######## multdiv_controller_flat ########
Fig. 1: multdiv_controller_flat, placement by cell class
Bar = 50 µm.
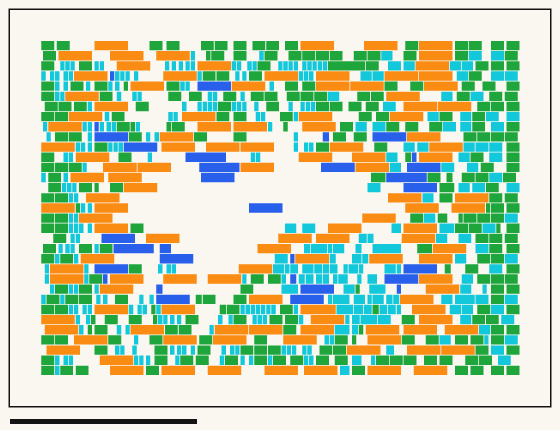

==> src/rtl/multdiv_controller_if.sv <==
// Request, response and unit-side signals of the multiply/divide controller.
// master = requester plus arithmetic units, slave = the controller itself.
interface multdiv_controller_if #(
  parameter int WIDTH = 32,
  parameter int TAG_W = 5
);
  // Handshakes: a transfer happens on a rising edge where valid and ready are
  // both high; valid never waits for ready, and the sender holds its payload
  // stable while valid is high and ready is low.
  logic             req_valid;
  logic             req_ready;
  logic             req_op;
  logic [WIDTH-1:0] req_a;
  logic [WIDTH-1:0] req_b;
  logic [TAG_W-1:0] req_tag;

  logic [WIDTH-1:0] op_a;
  logic [WIDTH-1:0] op_b;
  logic             ctrl_MULT;
  logic             ctrl_DIV;
  logic [WIDTH-1:0] mult_result;
  logic             mult_exception;
  logic             mult_resultRDY;
  logic [WIDTH-1:0] div_result;
  logic             div_exception;
  logic             div_resultRDY;

  logic             resp_valid;
  logic             resp_ready;
  logic [WIDTH-1:0] resp_result;
  logic             resp_exception;
  logic             resp_timeout;
  logic [TAG_W-1:0] resp_tag;
  logic             busy;

  modport master (
    output req_valid, req_op, req_a, req_b, req_tag, resp_ready,
           mult_result, mult_exception, mult_resultRDY,
           div_result, div_exception, div_resultRDY,
    input  req_ready, op_a, op_b, ctrl_MULT, ctrl_DIV,
           resp_valid, resp_result, resp_exception, resp_timeout, resp_tag, busy
  );

  modport slave (
    input  req_valid, req_op, req_a, req_b, req_tag, resp_ready,
           mult_result, mult_exception, mult_resultRDY,
           div_result, div_exception, div_resultRDY,
    output req_ready, op_a, op_b, ctrl_MULT, ctrl_DIV,
           resp_valid, resp_result, resp_exception, resp_timeout, resp_tag, busy
  );
endinterface

==> src/rtl/multdiv_controller.sv <==
// Sequences one multiply or divide at a time through an external unit, with a watchdog.
// Optional MULTDIV_ZERO_BYPASS_EN: multiplies with a zero operand complete without the unit.
module multdiv_controller #(
  parameter int WIDTH      = 32,
  parameter int TAG_W      = 5,
  parameter int MAX_CYCLES = 40
) (
  input  logic                 clock,
  input  logic                 reset,
  multdiv_controller_if.slave  bus,
  output logic [1:0]           o_dbg_state
);

  typedef enum logic [1:0] {IDLE = 2'd0, LAUNCH = 2'd1, WAIT = 2'd2, DONE = 2'd3} state_t;

  localparam logic [7:0] LP_LAST_CNT = 8'(MAX_CYCLES - 1);

  state_t           r_state, w_next_state;
  logic             r_op, w_op;
  logic [WIDTH-1:0] r_op_a, w_op_a, r_op_b, w_op_b;
  logic             r_ctrl_mult, w_ctrl_mult, r_ctrl_div, w_ctrl_div;
  logic [7:0]       r_cnt, w_cnt;
  logic             r_req_ready, w_req_ready, r_busy;
  logic             r_resp_valid, w_resp_valid;
  logic [WIDTH-1:0] r_resp_result, w_resp_result;
  logic             r_resp_exception, w_resp_exception;
  logic             r_resp_timeout, w_resp_timeout;
  logic [TAG_W-1:0] r_resp_tag, w_resp_tag;

  // Only the unit that was launched may complete the operation.
  logic             w_sel_rdy, w_sel_exc;
  logic [WIDTH-1:0] w_sel_result;
  assign w_sel_rdy    = r_op ? bus.div_resultRDY  : bus.mult_resultRDY;
  assign w_sel_exc    = r_op ? bus.div_exception  : bus.mult_exception;
  assign w_sel_result = r_op ? bus.div_result     : bus.mult_result;

  always_ff @(posedge clock or posedge reset) begin
    if (reset) begin
      r_state          <= IDLE;
      r_op             <= 1'b0;
      r_op_a           <= '0;
      r_op_b           <= '0;
      r_ctrl_mult      <= 1'b0;
      r_ctrl_div       <= 1'b0;
      r_cnt            <= '0;
      r_req_ready      <= 1'b1;
      r_busy           <= 1'b0;
      r_resp_valid     <= 1'b0;
      r_resp_result    <= '0;
      r_resp_exception <= 1'b0;
      r_resp_timeout   <= 1'b0;
      r_resp_tag       <= '0;
    end else begin
      r_state          <= w_next_state;
      r_op             <= w_op;
      r_op_a           <= w_op_a;
      r_op_b           <= w_op_b;
      r_ctrl_mult      <= w_ctrl_mult;
      r_ctrl_div       <= w_ctrl_div;
      r_cnt            <= w_cnt;
      r_req_ready      <= w_req_ready;
      r_busy           <= ~w_req_ready;
      r_resp_valid     <= w_resp_valid;
      r_resp_result    <= w_resp_result;
      r_resp_exception <= w_resp_exception;
      r_resp_timeout   <= w_resp_timeout;
      r_resp_tag       <= w_resp_tag;
    end
  end

  // Next values for every register; the control pulse is set on the edge that
  // enters LAUNCH so that it is high for exactly the LAUNCH cycle.
  always_comb begin
    w_next_state     = r_state;
    w_op             = r_op;
    w_op_a           = r_op_a;
    w_op_b           = r_op_b;
    w_ctrl_mult      = 1'b0;
    w_ctrl_div       = 1'b0;
    w_cnt            = r_cnt;
    w_resp_valid     = r_resp_valid;
    w_resp_result    = r_resp_result;
    w_resp_exception = r_resp_exception;
    w_resp_timeout   = r_resp_timeout;
    w_resp_tag       = r_resp_tag;
    case (r_state)
      IDLE: begin
        if (bus.req_valid && r_req_ready) begin
          w_op         = bus.req_op;
          w_op_a       = bus.req_a;
          w_op_b       = bus.req_b;
          w_resp_tag   = bus.req_tag;
          w_ctrl_mult  = ~bus.req_op;
          w_ctrl_div   = bus.req_op;
          w_next_state = LAUNCH;
`ifdef MULTDIV_ZERO_BYPASS_EN
          if (!bus.req_op && ((bus.req_a == '0) || (bus.req_b == '0))) begin
            w_ctrl_mult      = 1'b0;
            w_resp_valid     = 1'b1;
            w_resp_result    = '0;
            w_resp_exception = 1'b0;
            w_resp_timeout   = 1'b0;
            w_next_state     = DONE;
          end
`endif
        end
      end
      LAUNCH: begin
        w_cnt        = '0;
        w_next_state = WAIT;
      end
      WAIT: begin
        w_cnt = r_cnt + 8'd1;
        if (w_sel_rdy) begin
          w_resp_valid     = 1'b1;
          w_resp_result    = w_sel_result;
          w_resp_exception = w_sel_exc;
          w_resp_timeout   = 1'b0;
          w_next_state     = DONE;
        end else if (r_cnt == LP_LAST_CNT) begin
          w_resp_valid     = 1'b1;
          w_resp_result    = '0;
          w_resp_exception = 1'b1;
          w_resp_timeout   = 1'b1;
          w_next_state     = DONE;
        end
      end
      DONE: begin
        if (bus.resp_ready) begin
          w_resp_valid = 1'b0;
          w_next_state = IDLE;
        end
      end
      default: w_next_state = IDLE;
    endcase
    w_req_ready = (w_next_state == IDLE);
  end

  assign bus.req_ready      = r_req_ready;
  assign bus.busy           = r_busy;
  assign bus.op_a           = r_op_a;
  assign bus.op_b           = r_op_b;
  assign bus.ctrl_MULT      = r_ctrl_mult;
  assign bus.ctrl_DIV       = r_ctrl_div;
  assign bus.resp_valid     = r_resp_valid;
  assign bus.resp_result    = r_resp_result;
  assign bus.resp_exception = r_resp_exception;
  assign bus.resp_timeout   = r_resp_timeout;
  assign bus.resp_tag       = r_resp_tag;
  assign o_dbg_state        = r_state;

endmodule

==> src/flat_wrapper.sv <==
// flat-port wrapper written by rule: the top's interface ports become plain ports
module multdiv_controller_flat 
#(
  parameter int WIDTH      = 32,
  parameter int TAG_W      = 5,
  parameter int MAX_CYCLES = 40
)
  (clock, reset, o_dbg_state, bus_req_valid, bus_req_op, bus_req_a, bus_req_b, bus_req_tag, bus_resp_ready, bus_mult_result, bus_mult_exception, bus_mult_resultRDY, bus_div_result, bus_div_exception, bus_div_resultRDY, bus_req_ready, bus_op_a, bus_op_b, bus_ctrl_MULT, bus_ctrl_DIV, bus_resp_valid, bus_resp_result, bus_resp_exception, bus_resp_timeout, bus_resp_tag, bus_busy);
  multdiv_controller_if #(.WIDTH(WIDTH), .TAG_W(TAG_W)) bus_i ();
  input  logic clock;
  input  logic reset;
  output logic [1:0] o_dbg_state;
  input wire logic [$bits(bus_i.req_valid)-1:0] bus_req_valid;
  input wire logic [$bits(bus_i.req_op)-1:0] bus_req_op;
  input wire logic [$bits(bus_i.req_a)-1:0] bus_req_a;
  input wire logic [$bits(bus_i.req_b)-1:0] bus_req_b;
  input wire logic [$bits(bus_i.req_tag)-1:0] bus_req_tag;
  input wire logic [$bits(bus_i.resp_ready)-1:0] bus_resp_ready;
  input wire logic [$bits(bus_i.mult_result)-1:0] bus_mult_result;
  input wire logic [$bits(bus_i.mult_exception)-1:0] bus_mult_exception;
  input wire logic [$bits(bus_i.mult_resultRDY)-1:0] bus_mult_resultRDY;
  input wire logic [$bits(bus_i.div_result)-1:0] bus_div_result;
  input wire logic [$bits(bus_i.div_exception)-1:0] bus_div_exception;
  input wire logic [$bits(bus_i.div_resultRDY)-1:0] bus_div_resultRDY;
  output wire logic [$bits(bus_i.req_ready)-1:0] bus_req_ready;
  output wire logic [$bits(bus_i.op_a)-1:0] bus_op_a;
  output wire logic [$bits(bus_i.op_b)-1:0] bus_op_b;
  output wire logic [$bits(bus_i.ctrl_MULT)-1:0] bus_ctrl_MULT;
  output wire logic [$bits(bus_i.ctrl_DIV)-1:0] bus_ctrl_DIV;
  output wire logic [$bits(bus_i.resp_valid)-1:0] bus_resp_valid;
  output wire logic [$bits(bus_i.resp_result)-1:0] bus_resp_result;
  output wire logic [$bits(bus_i.resp_exception)-1:0] bus_resp_exception;
  output wire logic [$bits(bus_i.resp_timeout)-1:0] bus_resp_timeout;
  output wire logic [$bits(bus_i.resp_tag)-1:0] bus_resp_tag;
  output wire logic [$bits(bus_i.busy)-1:0] bus_busy;
  assign bus_i.req_valid = bus_req_valid;
  assign bus_i.req_op = bus_req_op;
  assign bus_i.req_a = bus_req_a;
  assign bus_i.req_b = bus_req_b;
  assign bus_i.req_tag = bus_req_tag;
  assign bus_i.resp_ready = bus_resp_ready;
  assign bus_i.mult_result = bus_mult_result;
  assign bus_i.mult_exception = bus_mult_exception;
  assign bus_i.mult_resultRDY = bus_mult_resultRDY;
  assign bus_i.div_result = bus_div_result;
  assign bus_i.div_exception = bus_div_exception;
  assign bus_i.div_resultRDY = bus_div_resultRDY;
  assign bus_req_ready = bus_i.req_ready;
  assign bus_op_a = bus_i.op_a;
  assign bus_op_b = bus_i.op_b;
  assign bus_ctrl_MULT = bus_i.ctrl_MULT;
  assign bus_ctrl_DIV = bus_i.ctrl_DIV;
  assign bus_resp_valid = bus_i.resp_valid;
  assign bus_resp_result = bus_i.resp_result;
  assign bus_resp_exception = bus_i.resp_exception;
  assign bus_resp_timeout = bus_i.resp_timeout;
  assign bus_resp_tag = bus_i.resp_tag;
  assign bus_busy = bus_i.busy;
  multdiv_controller #(.WIDTH(WIDTH), .TAG_W(TAG_W), .MAX_CYCLES(MAX_CYCLES)) u_core (.clock(clock), .reset(reset), .bus(bus_i), .o_dbg_state(o_dbg_state));
endmodule
==> config.mk <==
export PLATFORM = sky130hd
export DESIGN_NAME = multdiv_controller_flat
export DESIGN_NICKNAME = d
export VERILOG_FILES = /design/src/rtl/multdiv_controller_if.sv /design/src/rtl/multdiv_controller.sv /design/src/flat_wrapper.sv
export SDC_FILE = /design/constraint.sdc
export NUM_CORES = 1
export LEC_CHECK = 0
export CORE_ASPECT_RATIO = 0.7
export CORE_MARGIN = 8
export CORE_UTILIZATION = 43
export CTS_BUF_LIST = sky130_fd_sc_hd__clkbuf_16
export DETAILED_ROUTE_END_ITERATION = 16
export GPL_TIMING_DRIVEN = 0
export PLACE_DENSITY = 0.95
export SLEW_MARGIN = 15
export SYNTH_ARGS = -nofsm -noshare
export SYNTH_HDL_FRONTEND = slang
export SYNTH_SLANG_ARGS = --single-unit
==> constraint.sdc <==
create_clock -name clock -period 12.1 [get_ports clock]
set_clock_uncertainty 0.05 [all_clocks]
set_input_delay 2.42 -clock clock [delete_from_list [all_inputs] [get_ports clock]]
set_output_delay 2.42 -clock clock [all_outputs]
set_load 0.005 [all_outputs]
######## bsg_wormhole_output_sched_flat ########
`src/rtl/bsg_wormhole_router_pkg.sv`:
```
// Shared types and constants for the wormhole router output schedulers.
package bsg_wormhole_router_pkg;

  localparam int unsigned dirs_gp      = 5;
  localparam int unsigned len_width_gp = 4;

  typedef enum logic [0:0] {
    e_idle   = 1'b0,
    e_locked = 1'b1
  } sched_state_e;

endpackage

```
`src/rtl/bsg_wormhole_output_sched_if.sv`:
```
// Handshake bundle between one output scheduler, its input FIFOs and the crossbar.
interface bsg_wormhole_output_sched_if
  import bsg_wormhole_router_pkg::*;
#(
  parameter int unsigned inputs_p    = dirs_gp,
  parameter int unsigned len_width_p = len_width_gp
);

  logic [inputs_p-1:0]             reqs_i;
  logic [inputs_p*len_width_p-1:0] len_i;
  logic [inputs_p-1:0]             data_v_i;
  logic                            ready_i;
  logic                            valid_o;
  logic [inputs_p-1:0]             sel_o;
  logic [inputs_p-1:0]             yumi_o;
  logic                            busy_o;

  modport master (
    input  reqs_i, len_i, data_v_i, ready_i,
    output valid_o, sel_o, yumi_o, busy_o
  );

  modport slave (
    output reqs_i, len_i, data_v_i, ready_i,
    input  valid_o, sel_o, yumi_o, busy_o
  );

endinterface

```
`src/rtl/bsg_wormhole_rr_pick.sv`:
```
// Combinational round-robin picker: the first request strictly after the one-hot
// pointer wins, wrapping from the top bit back to bit 0.
module bsg_wormhole_rr_pick #(
  parameter int unsigned width_p = 5
) (
  input  logic [width_p-1:0] i_reqs,
  input  logic [width_p-1:0] i_ptr,
  output logic [width_p-1:0] o_grant_c
);

  int                 w_shift;
  logic [width_p-1:0] w_rot;
  logic [width_p-1:0] w_first;

  // Rotate so the slot after the pointer sits at bit 0, take the lowest set bit, rotate back.
  always_comb begin
    w_shift = 0;
    for (int i = 0; i < int'(width_p); i++) begin
      if (i_ptr[i]) w_shift = (i + 1) % int'(width_p);
    end
    w_rot     = width_p'({i_reqs, i_reqs} >> w_shift);
    w_first   = w_rot & (~w_rot + width_p'(1));
    o_grant_c = width_p'(({w_first, w_first} << w_shift) >> width_p);
  end

endmodule

```
`src/rtl/bsg_wormhole_output_sched.sv`:
```
// Per-output wormhole scheduler: round-robin head arbitration, then the output is
// locked to the winner until its header plus len body flits have gone out.
module bsg_wormhole_output_sched
  import bsg_wormhole_router_pkg::*;
#(
  parameter int unsigned inputs_p    = dirs_gp,
  parameter int unsigned len_width_p = len_width_gp
) (
  input  logic                        clk_i,
  input  logic                        reset_i,
  bsg_wormhole_output_sched_if.master io_if
);

  // Pointer parks on the top input so input 0 has first priority out of reset.
  localparam logic [inputs_p-1:0] ptr_rst_lp = inputs_p'(1) << (inputs_p - 1);

  sched_state_e           r_state;
  logic [inputs_p-1:0]    r_owner;
  logic [inputs_p-1:0]    r_ptr;
  logic [len_width_p-1:0] r_count;

  logic [inputs_p-1:0]    w_pick;
  logic [inputs_p-1:0]    w_sel;
  logic [len_width_p-1:0] w_head_len;
  logic                   w_valid;
  logic                   w_xfer;

  bsg_wormhole_rr_pick #(.width_p(inputs_p)) u_pick (
    .i_reqs    (io_if.reqs_i),
    .i_ptr     (r_ptr),
    .o_grant_c (w_pick)
  );

  always_comb begin
    w_head_len = '0;
    for (int i = 0; i < int'(inputs_p); i++) begin
      if (w_pick[i]) w_head_len = len_width_p'(io_if.len_i >> (i * len_width_p));
    end
  end

  always_comb begin
    w_sel   = '0;
    w_valid = 1'b0;
    case (r_state)
      e_idle: begin
        w_sel   = w_pick;
        w_valid = |io_if.reqs_i;
      end
      e_locked: begin
        w_sel   = r_owner;
        w_valid = |(io_if.data_v_i & r_owner);
      end
      default: ;
    endcase
  end

  // Reset masks every output in the cycle it is asserted, even mid-packet.
  assign w_xfer        = w_valid & io_if.ready_i & ~reset_i;
  assign io_if.valid_o = w_valid & ~reset_i;
  assign io_if.sel_o   = reset_i ? '0 : w_sel;
  assign io_if.yumi_o  = w_sel & {inputs_p{w_xfer}};
  assign io_if.busy_o  = (r_state == e_locked) & ~reset_i;

  always_ff @(posedge clk_i) begin
    if (reset_i) begin
      r_state <= e_idle;
      r_owner <= '0;
      r_count <= '0;
      r_ptr   <= ptr_rst_lp;
    end else if (w_xfer) begin
      case (r_state)
        e_idle: begin
          r_ptr <= w_sel;
          if (w_head_len != '0) begin
            r_state <= e_locked;
            r_owner <= w_sel;
            r_count <= w_head_len;
          end
        end
        e_locked: begin
          r_count <= r_count - len_width_p'(1);
          if (r_count == len_width_p'(1)) begin
            r_state <= e_idle;
            r_owner <= '0;
          end
        end
        default: r_state <= e_idle;
      endcase
    end
  end

endmodule

```
`src/flat_wrapper.sv`:
```
// flat-port wrapper written by rule: the top's interface ports become plain ports
module bsg_wormhole_output_sched_flat import bsg_wormhole_router_pkg::*;
#(
  parameter int unsigned inputs_p    = dirs_gp,
  parameter int unsigned len_width_p = len_width_gp
)
  (clk_i, reset_i, io_if_reqs_i, io_if_len_i, io_if_data_v_i, io_if_ready_i, io_if_valid_o, io_if_sel_o, io_if_yumi_o, io_if_busy_o);
  bsg_wormhole_output_sched_if #(.inputs_p(inputs_p), .len_width_p(len_width_p)) io_if_i ();
  input  logic clk_i;
  input  logic reset_i;
  input wire logic [$bits(io_if_i.reqs_i)-1:0] io_if_reqs_i;
  input wire logic [$bits(io_if_i.len_i)-1:0] io_if_len_i;
  input wire logic [$bits(io_if_i.data_v_i)-1:0] io_if_data_v_i;
  input wire logic [$bits(io_if_i.ready_i)-1:0] io_if_ready_i;
  output wire logic [$bits(io_if_i.valid_o)-1:0] io_if_valid_o;
  output wire logic [$bits(io_if_i.sel_o)-1:0] io_if_sel_o;
  output wire logic [$bits(io_if_i.yumi_o)-1:0] io_if_yumi_o;
  output wire logic [$bits(io_if_i.busy_o)-1:0] io_if_busy_o;
  assign io_if_i.reqs_i = io_if_reqs_i;
  assign io_if_i.len_i = io_if_len_i;
  assign io_if_i.data_v_i = io_if_data_v_i;
  assign io_if_i.ready_i = io_if_ready_i;
  assign io_if_valid_o = io_if_i.valid_o;
  assign io_if_sel_o = io_if_i.sel_o;
  assign io_if_yumi_o = io_if_i.yumi_o;
  assign io_if_busy_o = io_if_i.busy_o;
  bsg_wormhole_output_sched #(.inputs_p(inputs_p), .len_width_p(len_width_p)) u_core (.clk_i(clk_i), .reset_i(reset_i), .io_if(io_if_i));
endmodule
```
`config.mk`:
```
export PLATFORM = sky130hd
export DESIGN_NAME = bsg_wormhole_output_sched_flat
export DESIGN_NICKNAME = d
export VERILOG_FILES = /design/src/rtl/bsg_wormhole_router_pkg.sv /design/src/rtl/bsg_wormhole_output_sched_if.sv /design/src/rtl/bsg_wormhole_rr_pick.sv /design/src/rtl/bsg_wormhole_output_sched.sv /design/src/flat_wrapper.sv
export SDC_FILE = /design/constraint.sdc
export NUM_CORES = 1
export LEC_CHECK = 0
export ABC_AREA = 1
export CORE_MARGIN = 1.5
export CORE_UTILIZATION = 48
export CTS_CLUSTER_SIZE = 20
export DETAILED_ROUTE_END_ITERATION = 7
export GPL_ROUTABILITY_DRIVEN = 0
export PLACE_DENSITY = 0.8
export RECOVER_POWER = 25
export SYNTH_ARGS = -nofsm -noshare
export SYNTH_HDL_FRONTEND = slang
export SYNTH_SLANG_ARGS = --single-unit
```
`constraint.sdc`:
```
create_clock -name clk_i -period 5.4 [get_ports clk_i]
set_input_delay 0.81 -clock clk_i [delete_from_list [all_inputs] [get_ports clk_i]]
set_output_delay 0.81 -clock clk_i [all_outputs]
set_load 0.02 [all_outputs]
```
######## mem_access_ctrl ########
## config.mk

```make
export PLATFORM = sky130hd
export DESIGN_NAME = mem_access_ctrl
export DESIGN_NICKNAME = d
export VERILOG_FILES = /design/src/rtl/mem_access_ctrl.sv
export SDC_FILE = /design/constraint.sdc
export NUM_CORES = 1
export LEC_CHECK = 0
export CORE_MARGIN = 1
export CORE_UTILIZATION = 35
export DETAILED_ROUTE_END_ITERATION = 10
export PLACE_DENSITY = 0.68
export REMOVE_ABC_BUFFERS = 1
export SLEW_MARGIN = 20
export SYNTH_ARGS = -nofsm -noshare
export SYNTH_HDL_FRONTEND = slang
export SYNTH_SLANG_ARGS = --single-unit
```

## constraint.sdc

```tcl
create_clock -name clk -period 3 [get_ports clk]
set_clock_uncertainty 0.1 [all_clocks]
set_input_delay 0.3 -clock clk [delete_from_list [all_inputs] [get_ports clk]]
set_output_delay 0.3 -clock clk [all_outputs]
set_load 0.05 [all_outputs]
```

## src/rtl/mem_access_ctrl.sv

```systemverilog
// ============================================================================
// Module   : mem_access_ctrl
// Brief    : Sequences CPU load/store requests onto a synchronous single-port
//            RAM (one-cycle read latency). Loads return registered data with
//            an rvalid pulse per word; every access ends with a done pulse.
//            Optional feature macro: MEMCTRL_BURST_EN enables multi-word
//            loads of burst_len+1 words with address wrap-around.
// Revision : 1.0 - initial release
// ============================================================================
`default_nettype none

module mem_access_ctrl #(
  parameter int A = 8,
  parameter int W = 8
) (
  input  logic         clk,
  input  logic         clear,
  input  logic         req,
  input  logic         we,
  input  logic [A-1:0] cpu_addr,
  input  logic [W-1:0] cpu_wdata,
  input  logic [3:0]   burst_len,
  output logic         busy,
  output logic         done,
  output logic         rvalid,
  output logic [W-1:0] rdata,
  output logic [A-1:0] mem_addr,
  output logic [W-1:0] mem_datain,
  output logic         mem_enable,
  output logic         mem_read_en,
  output logic         mem_write_en,
  input  logic [W-1:0] mem_dataout
);

  typedef enum logic [1:0] {
    S_IDLE = 2'd0,
    S_RD   = 2'd1,
    S_CAP  = 2'd2,
    S_WR   = 2'd3
  } state_t;

  state_t       r_state;
  state_t       w_state_nxt;
  logic [A-1:0] r_addr;
  logic [W-1:0] r_wdata;
  logic [3:0]   r_cnt;
  logic         r_rd_pend;
  logic [3:0]   w_len;

`ifdef MEMCTRL_BURST_EN
  assign w_len = burst_len;
`else
  // Single-word loads only; the length input is deliberately not consumed.
  logic w_unused_burst_len;
  assign w_unused_burst_len = ^burst_len;
  assign w_len              = 4'd0;
`endif

  // State register; the async reset aborts any access in flight.
  always_ff @(posedge clk or negedge clear) begin
    if (!clear) r_state <= S_IDLE;
    else        r_state <= w_state_nxt;
  end

  // Next-state decode; any unexpected encoding falls back to IDLE.
  always_comb begin
    w_state_nxt = S_IDLE;
    case (r_state)
      S_IDLE:  w_state_nxt = req ? (we ? S_WR : S_RD) : S_IDLE;
      S_RD:    w_state_nxt = (r_cnt == 4'd0) ? S_CAP : S_RD;
      S_CAP:   w_state_nxt = S_IDLE;
      S_WR:    w_state_nxt = S_IDLE;
      default: w_state_nxt = S_IDLE;
    endcase
  end

  // RAM strobes decode straight from state so reset clears them at once.
  assign busy         = (r_state != S_IDLE);
  assign mem_enable   = (r_state == S_RD) || (r_state == S_CAP) || (r_state == S_WR);
  assign mem_read_en  = (r_state == S_RD);
  assign mem_write_en = (r_state == S_WR);
  assign mem_addr     = r_addr;
  assign mem_datain   = r_wdata;

  // Request latch plus burst address/count stepping while reading.
  always_ff @(posedge clk or negedge clear) begin
    if (!clear) begin
      r_addr  <= '0;
      r_wdata <= '0;
      r_cnt   <= 4'd0;
    end else if (r_state == S_IDLE && req) begin
      r_addr  <= cpu_addr;
      r_wdata <= cpu_wdata;
      r_cnt   <= we ? 4'd0 : w_len;
    end else if (r_state == S_RD && r_cnt != 4'd0) begin
      r_addr  <= r_addr + 1'b1;
      r_cnt   <= r_cnt - 4'd1;
    end
  end

  // Completion and read-return pipeline: a read strobed at one edge has its
  // RAM data available for capture at the following edge.
  always_ff @(posedge clk or negedge clear) begin
    if (!clear) begin
      done      <= 1'b0;
      rvalid    <= 1'b0;
      rdata     <= '0;
      r_rd_pend <= 1'b0;
    end else begin
      done      <= (r_state == S_WR) || (r_state == S_CAP);
      r_rd_pend <= (r_state == S_RD);
      rvalid    <= r_rd_pend;
      if (r_rd_pend) rdata <= mem_dataout;
    end
  end

endmodule

`default_nettype wire

```

######## branch_resolve_unit ########
## src/rtl/branch_resolve_unit.sv

```systemverilog
// EX-side branch resolution: mispredict flush FSM plus a 2-entry BTB update queue.
// Optional statistics counters are built when BRU_STATS_EN is defined.
module branch_resolve_unit #(
  parameter int PC_W  = 32,
  parameter int IDX_W = 4
) (
  input  logic                    clock,
  input  logic                    reset,
  input  logic                    stall,
  input  logic                    ex_valid,
  input  logic                    ex_is_branch,
  input  logic [PC_W-1:0]         ex_pc,
  input  logic                    ex_taken,
  input  logic [PC_W-1:0]         ex_target,
  input  logic                    ex_pred_hit,
  input  logic                    ex_pred_taken,
  input  logic [PC_W-1:0]         ex_pred_target,
  input  logic [1:0]              ex_pred_ctr,
  output logic                    flush,
  output logic [PC_W-1:0]         redirect_pc,
  output logic                    insert_nope,
  output logic                    btb_wr_valid,
  input  logic                    btb_wr_ready,
  output logic [IDX_W-1:0]        btb_wr_idx,
  output logic [PC_W-IDX_W-3:0]   btb_wr_tag,
  output logic [PC_W-1:0]         btb_wr_target,
  output logic [1:0]              btb_wr_ctr,
  output logic                    btb_wr_entry_valid,
  output logic [15:0]             stat_branches,
  output logic [15:0]             stat_mispred,
  output logic [15:0]             stat_drops
);

  localparam int TAG_W = PC_W - IDX_W - 2;

  typedef enum logic [1:0] {
    IDLE,
    FLUSH,
    DRAIN
  } state_t;

  typedef struct packed {
    logic [IDX_W-1:0] idx;
    logic [TAG_W-1:0] tag;
    logic [PC_W-1:0]  tgt;
    logic [1:0]       ctr;
    logic             ev;
  } upd_t;

  state_t          state;
  logic            accept;
  logic            mispred;
  logic            upd_en;
  logic [PC_W-1:0] corr_pc;
  upd_t            upd;

  always_comb begin
    accept = ex_valid && !stall && (state == IDLE);
    if (ex_is_branch)
      mispred = (ex_pred_taken != ex_taken) ||
                (ex_taken && (ex_pred_target != ex_target));
    else
      mispred = ex_pred_taken;
    corr_pc = (ex_taken && ex_is_branch) ? ex_target
                                         : ex_pc + PC_W'(4);
  end

  always_comb begin
    upd_en  = 1'b0;
    upd.idx = ex_pc[IDX_W+1:2];
    upd.tag = ex_pc[PC_W-1:IDX_W+2];
    upd.tgt = ex_target;
    upd.ctr = 2'b00;
    upd.ev  = 1'b1;
    unique case (1'b1)
      ex_is_branch && ex_pred_hit: begin
        upd_en = 1'b1;
        if (ex_taken)
          upd.ctr = (ex_pred_ctr == 2'b11) ? 2'b11
                                           : ex_pred_ctr + 2'b01;
        else
          upd.ctr = (ex_pred_ctr == 2'b00) ? 2'b00
                                           : ex_pred_ctr - 2'b01;
      end
      ex_is_branch && !ex_pred_hit: begin
        upd_en  = ex_taken;
        upd.ctr = 2'b10;
      end
      !ex_is_branch && ex_pred_hit: begin
        upd_en = 1'b1;
        upd.ev = 1'b0;
      end
      default: ;
    endcase
  end

  always_ff @(posedge clock) begin
    if (reset) begin
      state       <= IDLE;
      flush       <= 1'b0;
      redirect_pc <= '0;
      insert_nope <= 1'b0;
    end else if (!stall) begin
      unique case (state)
        IDLE: begin
          if (accept && mispred) begin
            state       <= FLUSH;
            flush       <= 1'b1;
            redirect_pc <= corr_pc;
            insert_nope <= 1'b1;
          end
        end
        FLUSH: begin
          state       <= DRAIN;
          flush       <= 1'b0;
          insert_nope <= 1'b1;
        end
        DRAIN: begin
          state       <= IDLE;
          insert_nope <= 1'b0;
        end
        default: begin
          state       <= IDLE;
          flush       <= 1'b0;
          insert_nope <= 1'b0;
        end
      endcase
    end
  end

  // Two-slot ring: write slot is rd_ptr offset by the occupancy.
  upd_t       mem [2];
  logic       rd_ptr;
  logic       wr_ptr;
  logic [1:0] count;
  logic       push;
  logic       pop;
  logic       do_push;
  upd_t       head;

  always_comb begin
    btb_wr_valid = (count != 2'd0);
    pop          = btb_wr_valid && btb_wr_ready;
    push         = accept && upd_en;
    do_push      = push && ((count != 2'd2) || pop);
    wr_ptr       = rd_ptr ^ count[0];
    head         = btb_wr_valid ? mem[rd_ptr] : '0;
  end

  always_ff @(posedge clock) begin
    if (reset) begin
      rd_ptr <= 1'b0;
      count  <= 2'd0;
    end else begin
      if (pop)
        rd_ptr <= ~rd_ptr;
      count <= count + {1'b0, do_push} - {1'b0, pop};
    end
  end

  always_ff @(posedge clock) begin
    if (do_push)
      mem[wr_ptr] <= upd;
  end

  assign btb_wr_idx         = head.idx;
  assign btb_wr_tag         = head.tag;
  assign btb_wr_target      = head.tgt;
  assign btb_wr_ctr         = head.ctr;
  assign btb_wr_entry_valid = head.ev;

`ifdef BRU_STATS_EN
  logic        drop;
  logic [15:0] n_br;
  logic [15:0] n_mp;
  logic [15:0] n_dr;

  assign drop = push && (count == 2'd2) && !pop;

  always_ff @(posedge clock) begin
    if (reset) begin
      n_br <= '0;
      n_mp <= '0;
      n_dr <= '0;
    end else begin
      if (accept && ex_is_branch && (n_br != 16'hFFFF))
        n_br <= n_br + 16'd1;
      if (accept && mispred && (n_mp != 16'hFFFF))
        n_mp <= n_mp + 16'd1;
      if (drop && (n_dr != 16'hFFFF))
        n_dr <= n_dr + 16'd1;
    end
  end

  assign stat_branches = n_br;
  assign stat_mispred  = n_mp;
  assign stat_drops    = n_dr;
`else
  assign stat_branches = '0;
  assign stat_mispred  = '0;
  assign stat_drops    = '0;
`endif

endmodule
```

## config.mk

```make
export PLATFORM = sky130hd
export DESIGN_NAME = branch_resolve_unit
export DESIGN_NICKNAME = d
export VERILOG_FILES = /design/src/rtl/branch_resolve_unit.sv
export SDC_FILE = /design/constraint.sdc
export NUM_CORES = 1
export LEC_CHECK = 0
export ABC_AREA = 1
export CELL_PAD_IN_SITES_DETAIL_PLACEMENT = 1
export CELL_PAD_IN_SITES_GLOBAL_PLACEMENT = 1
export CORE_ASPECT_RATIO = 1.4
export CORE_MARGIN = 2
export CORE_UTILIZATION = 35
export DETAILED_ROUTE_END_ITERATION = 10
export PLACE_DENSITY_LB_ADDON = 0.08
export SYNTH_ARGS = -nofsm -noshare
export SYNTH_HDL_FRONTEND = slang
export SYNTH_SLANG_ARGS = --single-unit
```

## constraint.sdc

```tcl
create_clock -name clock -period 5.9 [get_ports clock]
set_input_delay 0.885 -clock clock [delete_from_list [all_inputs] [get_ports clock]]
set_output_delay 0.885 -clock clock [all_outputs]
set_load 0.05 [all_outputs]
```

Fig. 2: mem_access_ctrl, wiring by layer
Two of the layers only.
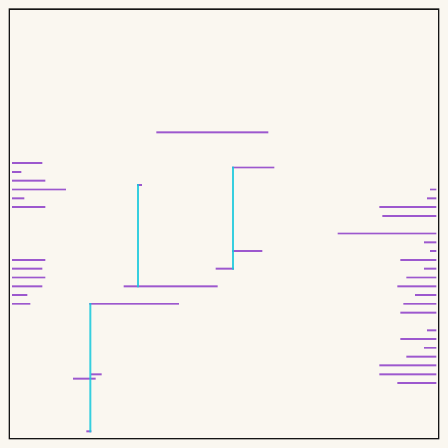
legend:
  cyan:
    layer: metal 4
    wire_length: 51.0 µm
  purple:
    layer: metal 3
    wire_length: 212 µm

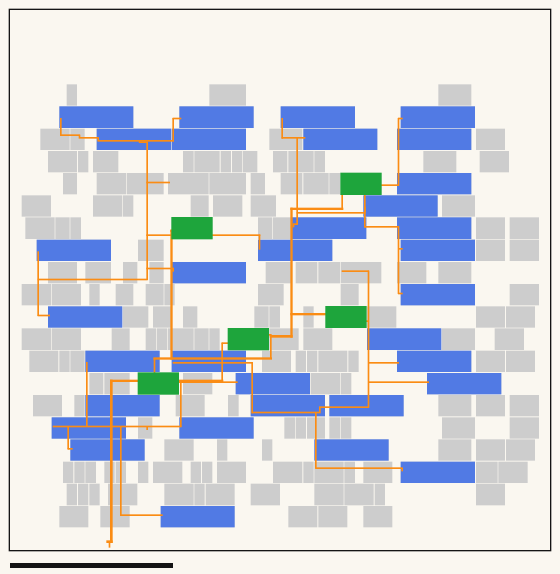
Fig. 3. Clock network drawn from the DEF (mem_access_ctrl).
Bar = 20 µm.
legend:
  green:
    item: clock drivers
    count: 5
  blue:
    item: flip-flops
    count: 33
  orange:
    item: clock wires
    length: 389 µm
routed clock nets: 6

==> flow_metrics.env, mem_access_ctrl <==
# source this file to load flow results
export IMPL_outcome="finished clean"
export IMPL_post_route_period_util_pct=75.8
export IMPL_cts_resized=0
export IMPL_viasPerCell=4.73
export IMPL_grt_setup_unrepaired="false"
export IMPL_top_cells_by_area="dfrtp_1, nand2_1, mux2_2"
export IMPL_async_flop_share_pct=100
export IMPL_port_buffers=57
export IMPL_grt_pass1_wl_mm=5.14
export IMPL_clkLatencyLatePin_ps=280
export IMPL_reg2reg_depth=6
export IMPL_synth_edff_count=0
export IMPL_arrival_ps=1870
export IMPL_postSynthCellCount=136
export IMPL_cts_sinks=33
export IMPL_pre_cts_ws_ps=1020
export IMPL_cts_tree="done"
export IMPL_firstDrtPassIters=4
export IMPL_detail_route_antenna_nets=0
export IMPL_drtIter0Drc=16
export IMPL_post_route_util_pct=56.3
export IMPL_crit_path_end_kind="output pin"
export IMPL_place_hpwl_mm=2.31
export IMPL_synth_main_ff_cell="dfrtp_1"
export IMPL_worst_ep_required_time_ps=2600
export IMPL_finalSetupViolCount=0
export IMPL_pin_count=62
export IMPL_dp_cells=234
export IMPL_top_area_share_pct=57.3
export IMPL_worstSetupEndpoint="mem_read_en"
export IMPL_fmaxAchievable_mhz=440
export IMPL_avgSynthCellArea_um2=10.6
export IMPL_worstMarginPinSlew_ps=797
==> mem_access_ctrl: layout make-up <==
| class | count | area [µm²] |
|---|---|---|
| clock buffers | 7 | 96.3 |
| clock inverters | 1 | 5.00 |
| fillers | 331 | 1660 |
| inverters | 3 | 11.3 |
| multi-input cells | 92 | 561 |
| flip-flops and latches | 33 | 826 |
| well taps | 48 | 60.1 |
| repair buffers | 58 | 578 |
==> mem_access_ctrl: logic make-up after synthesis <==
logic type / after synthesis / synth area share, %
AND-OR/OR-AND: 9 / 3.39
XOR/XNOR: 10 / 6.08
adder cells (fa/ha/maj): 3 / 2.60
buffers and inverters: 11 / 3.82
flip-flops: 33 / 57.3
multiplexers: 10 / 7.64
AND/OR/NAND/NOR: 60 / 19.2
==> mem_access_ctrl: worst max-delay path: stages (launching register included) <==
cell	delay (ps)
dfrtp_1	410
and2b_1	330
clkdlybuf4s50_1	850
==> mem_access_ctrl: layer usage <==
layer | global-route usage, % | share of wire [%] | vias up
li1 | - | - | 553
met1 | 18.1 | 42 | 538
met2 | 28.4 | 49 | 47
met3 | 2.93 | 6.7 | 7
met4 | 7.18 | 1.6 | 0
met5 | 0 | 0 | -
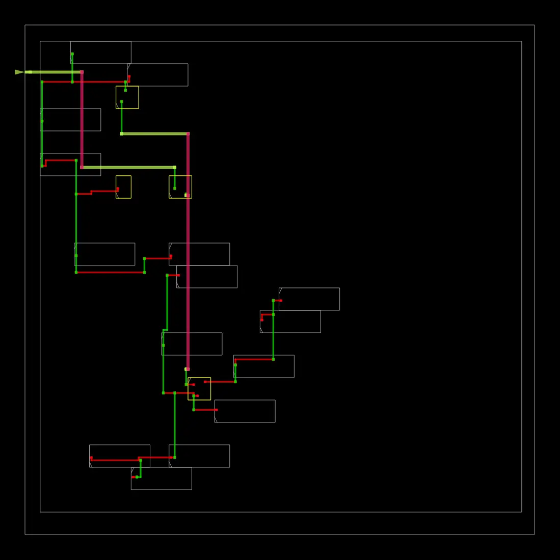
Fig. 4. The clock network (bsg_wormhole_output_sched_flat).
TritonCTS Buffers: 3
clock sinks: 15
Final Skew: 3.08 ps

==> flow_metrics.env, bsg_wormhole_output_sched_flat <==
# source this file to load flow results
export IMPL_finalSetupViolCount=0
export IMPL_crit_path_top_delay_cell="nor2_1"
export IMPL_ys_area_um2=1660
export IMPL_xor_share_pct=0.528
export IMPL_synth_edff_count=0
export IMPL_die_w_um=61.8
export IMPL_cts_tree="done"
export IMPL_hold_path_startpoint="u_core.r_owner[4]"
export IMPL_finalMaxSlewViolations=0
export IMPL_rr_startpoint="u_core.r_ptr[3]"
export IMPL_drive_gt1_share_pct=10.8
export IMPL_cts_resized=0
export IMPL_most_common_cell="nand2_1"
export IMPL_dp_cells=365
export IMPL_top_area_share_pct=19.0
export IMPL_outcome="finished clean"
export IMPL_worstPathMaxFanout=15
export IMPL_cts_max_path_buffers=2
export IMPL_aoi_share_pct=12.1
export IMPL_final_clkbuf_count=3
export IMPL_pre_cts_ws_ps=1120
export IMPL_seq_cell_count=15
export IMPL_clkCellAreaFrac_pct=1.30
## bsg_wormhole_output_sched_flat: worst paths after layout
check	endpoint	slack [ps]	cells after the start
worst min-delay path	u_core.r_owner[4]	490	2
worst max register to register	u_core.r_owner[3]	1760	18
worst min register to register	u_core.r_owner[4]	490	2
worst max-delay path	io_if_yumi_o[3]	790	15
## bsg_wormhole_output_sched_flat: layer usage
layer | vias up | track usage (%) | routed length, µm
met5 | - | 0 | 0
met4 | 0 | 6.08 | 40
met3 | 5 | 2.07 | 187
met2 | 51 | 44.8 | 2250
met1 | 867 | 30.8 | 1870
li1 | 1026 | - | -
## bsg_wormhole_output_sched_flat: sequential cells by signal, indices dropped and copies added, names as in the netlist
name / cells
u_core.r_owner: 5
u_core.r_count: 4
u_core.r_ptr: 5
u_core.r_state: 1
## bsg_wormhole_output_sched_flat: metrics by stage
stage               utilization (%)  cell area (µm²)
finish                         63.4             2120
global route                   63.4             2120
CTS                            63.5             2120
detailed placement             62.7             2090
global placement               62.7             2090
floorplan                         -             1660
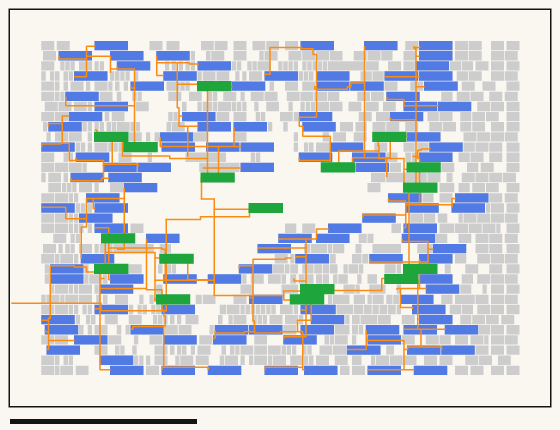
Fig. 5. Clock network drawn from the DEF (multdiv_controller_flat).
Bar = 50 µm.
legend:
  blue:
    item: flip-flops
    count: 119
  orange:
    item: clock wires
    length: 1580 µm
  green:
    item: clock drivers
    count: 17
routed clock nets: 18
flops lie: spread over the die
Late-Pin Clk Latency: 400 ps

Notes on Fig. 1 above:
legend:
  orange:
    class: flops
    cells: 119
    share_of_their_area: 37%
  green:
    class: other buffers and delay cells
    cells: 279
    share_of_their_area: 33%
  blue:
    class: clock drivers and dummy loads
    cells: 31
    share_of_their_area: 7.3%
  cyan:
    class: combinational and other logic
    cells: 341
    share_of_their_area: 23%
design area: 8320 µm²
flop share of the area: 35.8%
Site Rows: 33
Core Util, Final: 72.2%
core area: 11500 µm²

==> flow_metrics.env, multdiv_controller_flat <==
# source this file to load flow results
export IMPL_outcome="finished clean"
export IMPL_most_common_cell="nand2_1"
export IMPL_worst_ep_required_time_ps=12390
export IMPL_r2r_end="u_core.bus.op_a[9]"
export IMPL_dominant_cell_class="sequential cells"
export IMPL_fin_nets=904
export IMPL_drtIter0Drc=161
export IMPL_comb_cells=332
export IMPL_viasPerCell=4.83
export IMPL_hold_path_startpoint="u_core.bus.op_a[17]"
export IMPL_grt_max_degree=62
export IMPL_ys_types=38
export IMPL_nNonClkInverters=9
export IMPL_worstMarginPinSlew_ps=731
export IMPL_grt_overflow_total=0
export IMPL_grt_pass1_wl_mm=25.8
export IMPL_min_path_cells=2
export IMPL_post_route_period_util_pct=32.5
export IMPL_top_cells_by_count="nand2_1, dfrtp_1, o2bb2ai_1"
export IMPL_worstPathMaxFanout=10
export IMPL_cts_tree="done"
export IMPL_dp_cells=896
export IMPL_drcViolationCount=0
[multdiv_controller_flat: state kept, by name (all words and copies together) (netlist names)]
name,flops
u_core.bus.resp_exception,1
u_core.bus.busy,1
u_core.o_dbg_state,2
u_core.r_cnt,8
u_core.bus.op_a,32
u_core.bus.req_ready,1
u_core.bus.ctrl_DIV,1
u_core.bus.resp_valid,1
u_core.bus.op_b,32
u_core.bus.resp_result,32
u_core.r_op,1
u_core.bus.resp_timeout,1
u_core.bus.resp_tag,5
u_core.bus.ctrl_MULT,1
[multdiv_controller_flat: logic make-up (layout without fill, tap and decap cells)]
family	after synthesis	count (layout)	synth area share (%)
mux	36	36	7.35
compound gates	59	59	9.91
fa+ha+maj	4	4	1.00
flops	119	119	59.7
simple gates	233	233	18.6
buf+inv	36	319	3.39
[multdiv_controller_flat: critical path, stage by stage]
cell	delay, ps
clkdlybuf4s50_1	500
and3_1	160
clkbuf_1	420
buf_2	330
buf_2	250
nand2_1	80
nand2_1	60
[multdiv_controller_flat: metrics by stage]
step / instance area (µm²) / hold slack [ps]
after floorplan: 4990 / 420
after global placement: 7690 / 407
after detailed placement: 7730 / 412
after CTS: 8320 / 425
after global routing: 8320 / 445
final: 8320 / 423
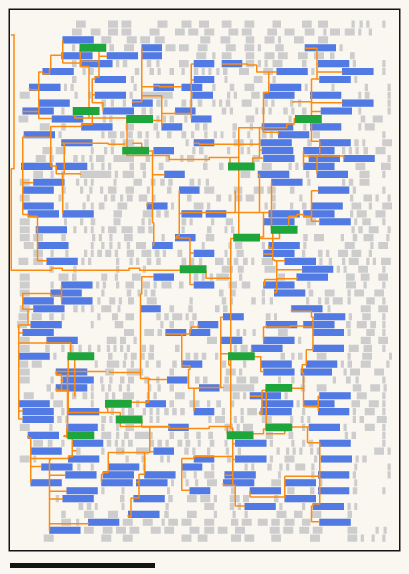
Fig. 6. Clock network drawn from the DEF (branch_resolve_unit).
Bar = 50 µm.
legend:
  green:
    item: clock drivers
    count: 17
  orange:
    item: clock wires
    length: 2140 µm
  blue:
    item: flip-flops
    count: 170
routed clock nets: 18
Late-Pin Clk Latency: 430 ps

==> flow_metrics.env, branch_resolve_unit <==
# source this file to load flow results
export IMPL_grtUsageTotal_pct=20.9
export IMPL_cts_sinks=170
export IMPL_ff2ff_setup_slack_ps=3250
export IMPL_synth_main_ff_cell="edfxtp_1"
export IMPL_gp_congestion=0.873
export IMPL_ys_types=42
export IMPL_worstSetupStartpointType="flip-flop"
export IMPL_detail_route_antenna_nets=0
export IMPL_pin_count=255
export IMPL_crit_family="buffers and inverters"
export IMPL_viasPerCell=4.75
export IMPL_worstSetupEndpoint="btb_wr_target[1]"
export IMPL_cts_root_buf="clkbuf_16"
export IMPL_die_h_um=186
export IMPL_min_path_type="reg -> reg"
export IMPL_fin_cells=1406
export IMPL_port_buffers=206
export IMPL_fmaxAchievable_mhz=255
export IMPL_finalMaxSlewViolations=0
export IMPL_clk_pin_slew_ps=60
export IMPL_layout_top_cell="nand2_1"
export IMPL_postSynthCellCount=891
export IMPL_die_w_um=134
export IMPL_cts_hold_buf=0
export IMPL_crit_path_max_incr_delay_ps=860
export IMPL_aoi_share_pct=10.3
export IMPL_async_flop_share_pct=0
export IMPL_tns_ps=0
export IMPL_post_route_util_pct=47.5
export IMPL_simple_gate_area_share_pct=19.6
export IMPL_comb_area_um2=3050
export IMPL_rr_startpoint="state[1]"
export IMPL_outcome="finished clean"
branch_resolve_unit: sequential cells by signal, summed over array words and instances (netlist names), named ones only:
signal       count
mem            130
insert_nope      1
count            2
redirect_pc     32
rd_ptr           1
state            2
flush            1
branch_resolve_unit: final cells by class:
class	instances	area share (%)
clock buffer	18	3.89
tap	306	3.47
sequential	170	42.7
clock inverter	14	1.55
antenna	1	0.0227
multi-input combinational	639	27.7
timing repair buffer	214	19.2
inverter	44	1.50
branch_resolve_unit: routing by layer:
layer | vias to the layer above | GRT usage, % | part of all wire, %
li1 | 3277 | - | -
met1 | 3174 | 24.0 | 40
met2 | 196 | 37.4 | 52
met3 | 34 | 5.20 | 5.9
met4 | 0 | 8.00 | 2.8
met5 | - | 0 | 0
branch_resolve_unit: tightest hold or removal path, stage by stage (launching register included):
cell     delay (ps)
dfxtp_1         310
nand2_1          60
a21oi_1          60


==> layout pictures side by side <==
Supply network.
Pins as bars on the die edge.
image #1
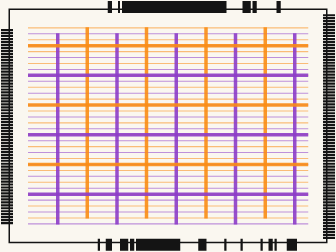
image #2
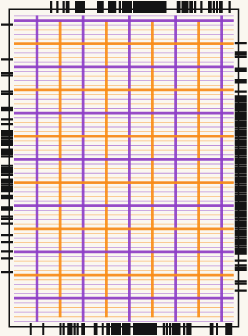
image #3
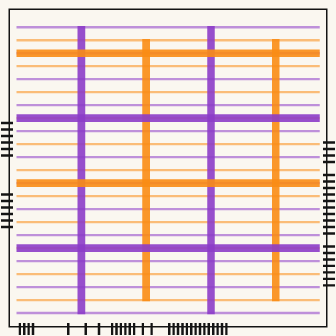
image #4
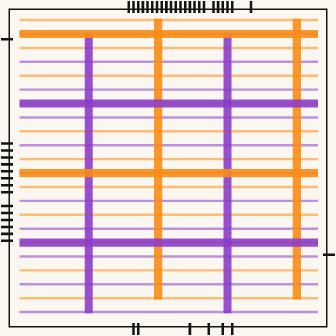
multdiv_controller_flat: image #1
bsg_wormhole_output_sched_flat: image #4
mem_access_ctrl: image #3
branch_resolve_unit: image #2
- largest die: image #2
- fewest pins: image #4

Key to image #1:
legend:
  purple:
    net: VSS
  orange:
    net: VDD
met1 rails: 34
rows: 33


==> notes/layouts.md <==
Pictures saved along the way, in no particular order.

The clock network.
Plate I
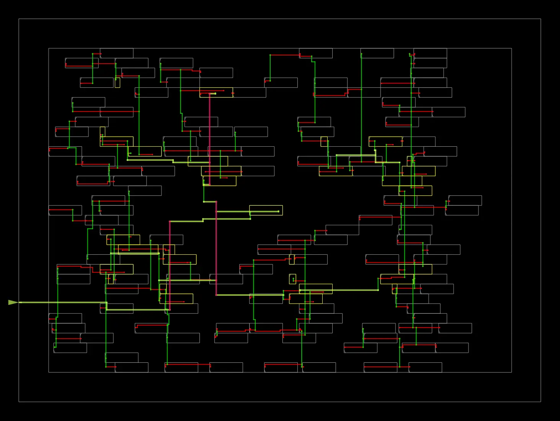
Plate II
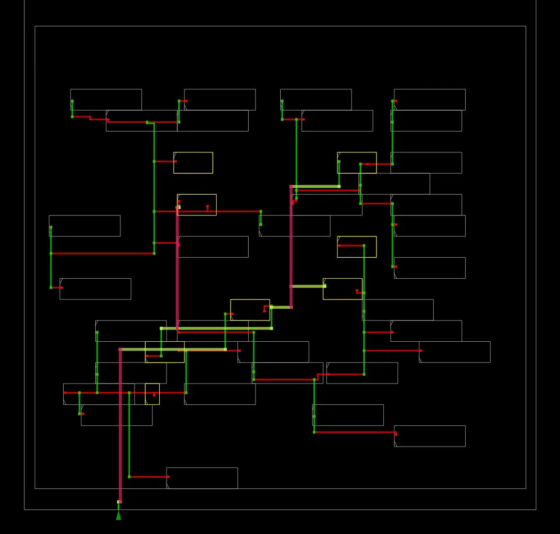
Plate III
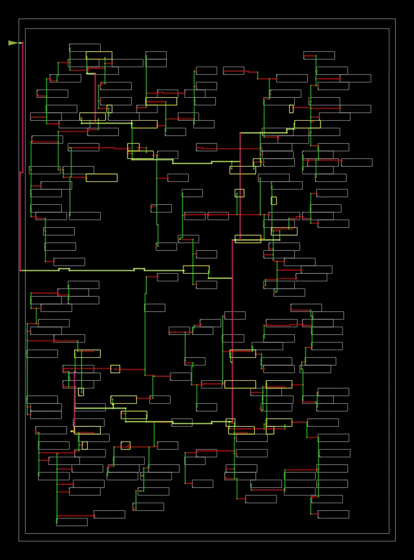
The one with the most sequential cells is Plate III.
The one with the fewest sequential cells is Plate II.
multdiv_controller_flat is Plate I.
branch_resolve_unit is Plate III.
mem_access_ctrl is Plate II.

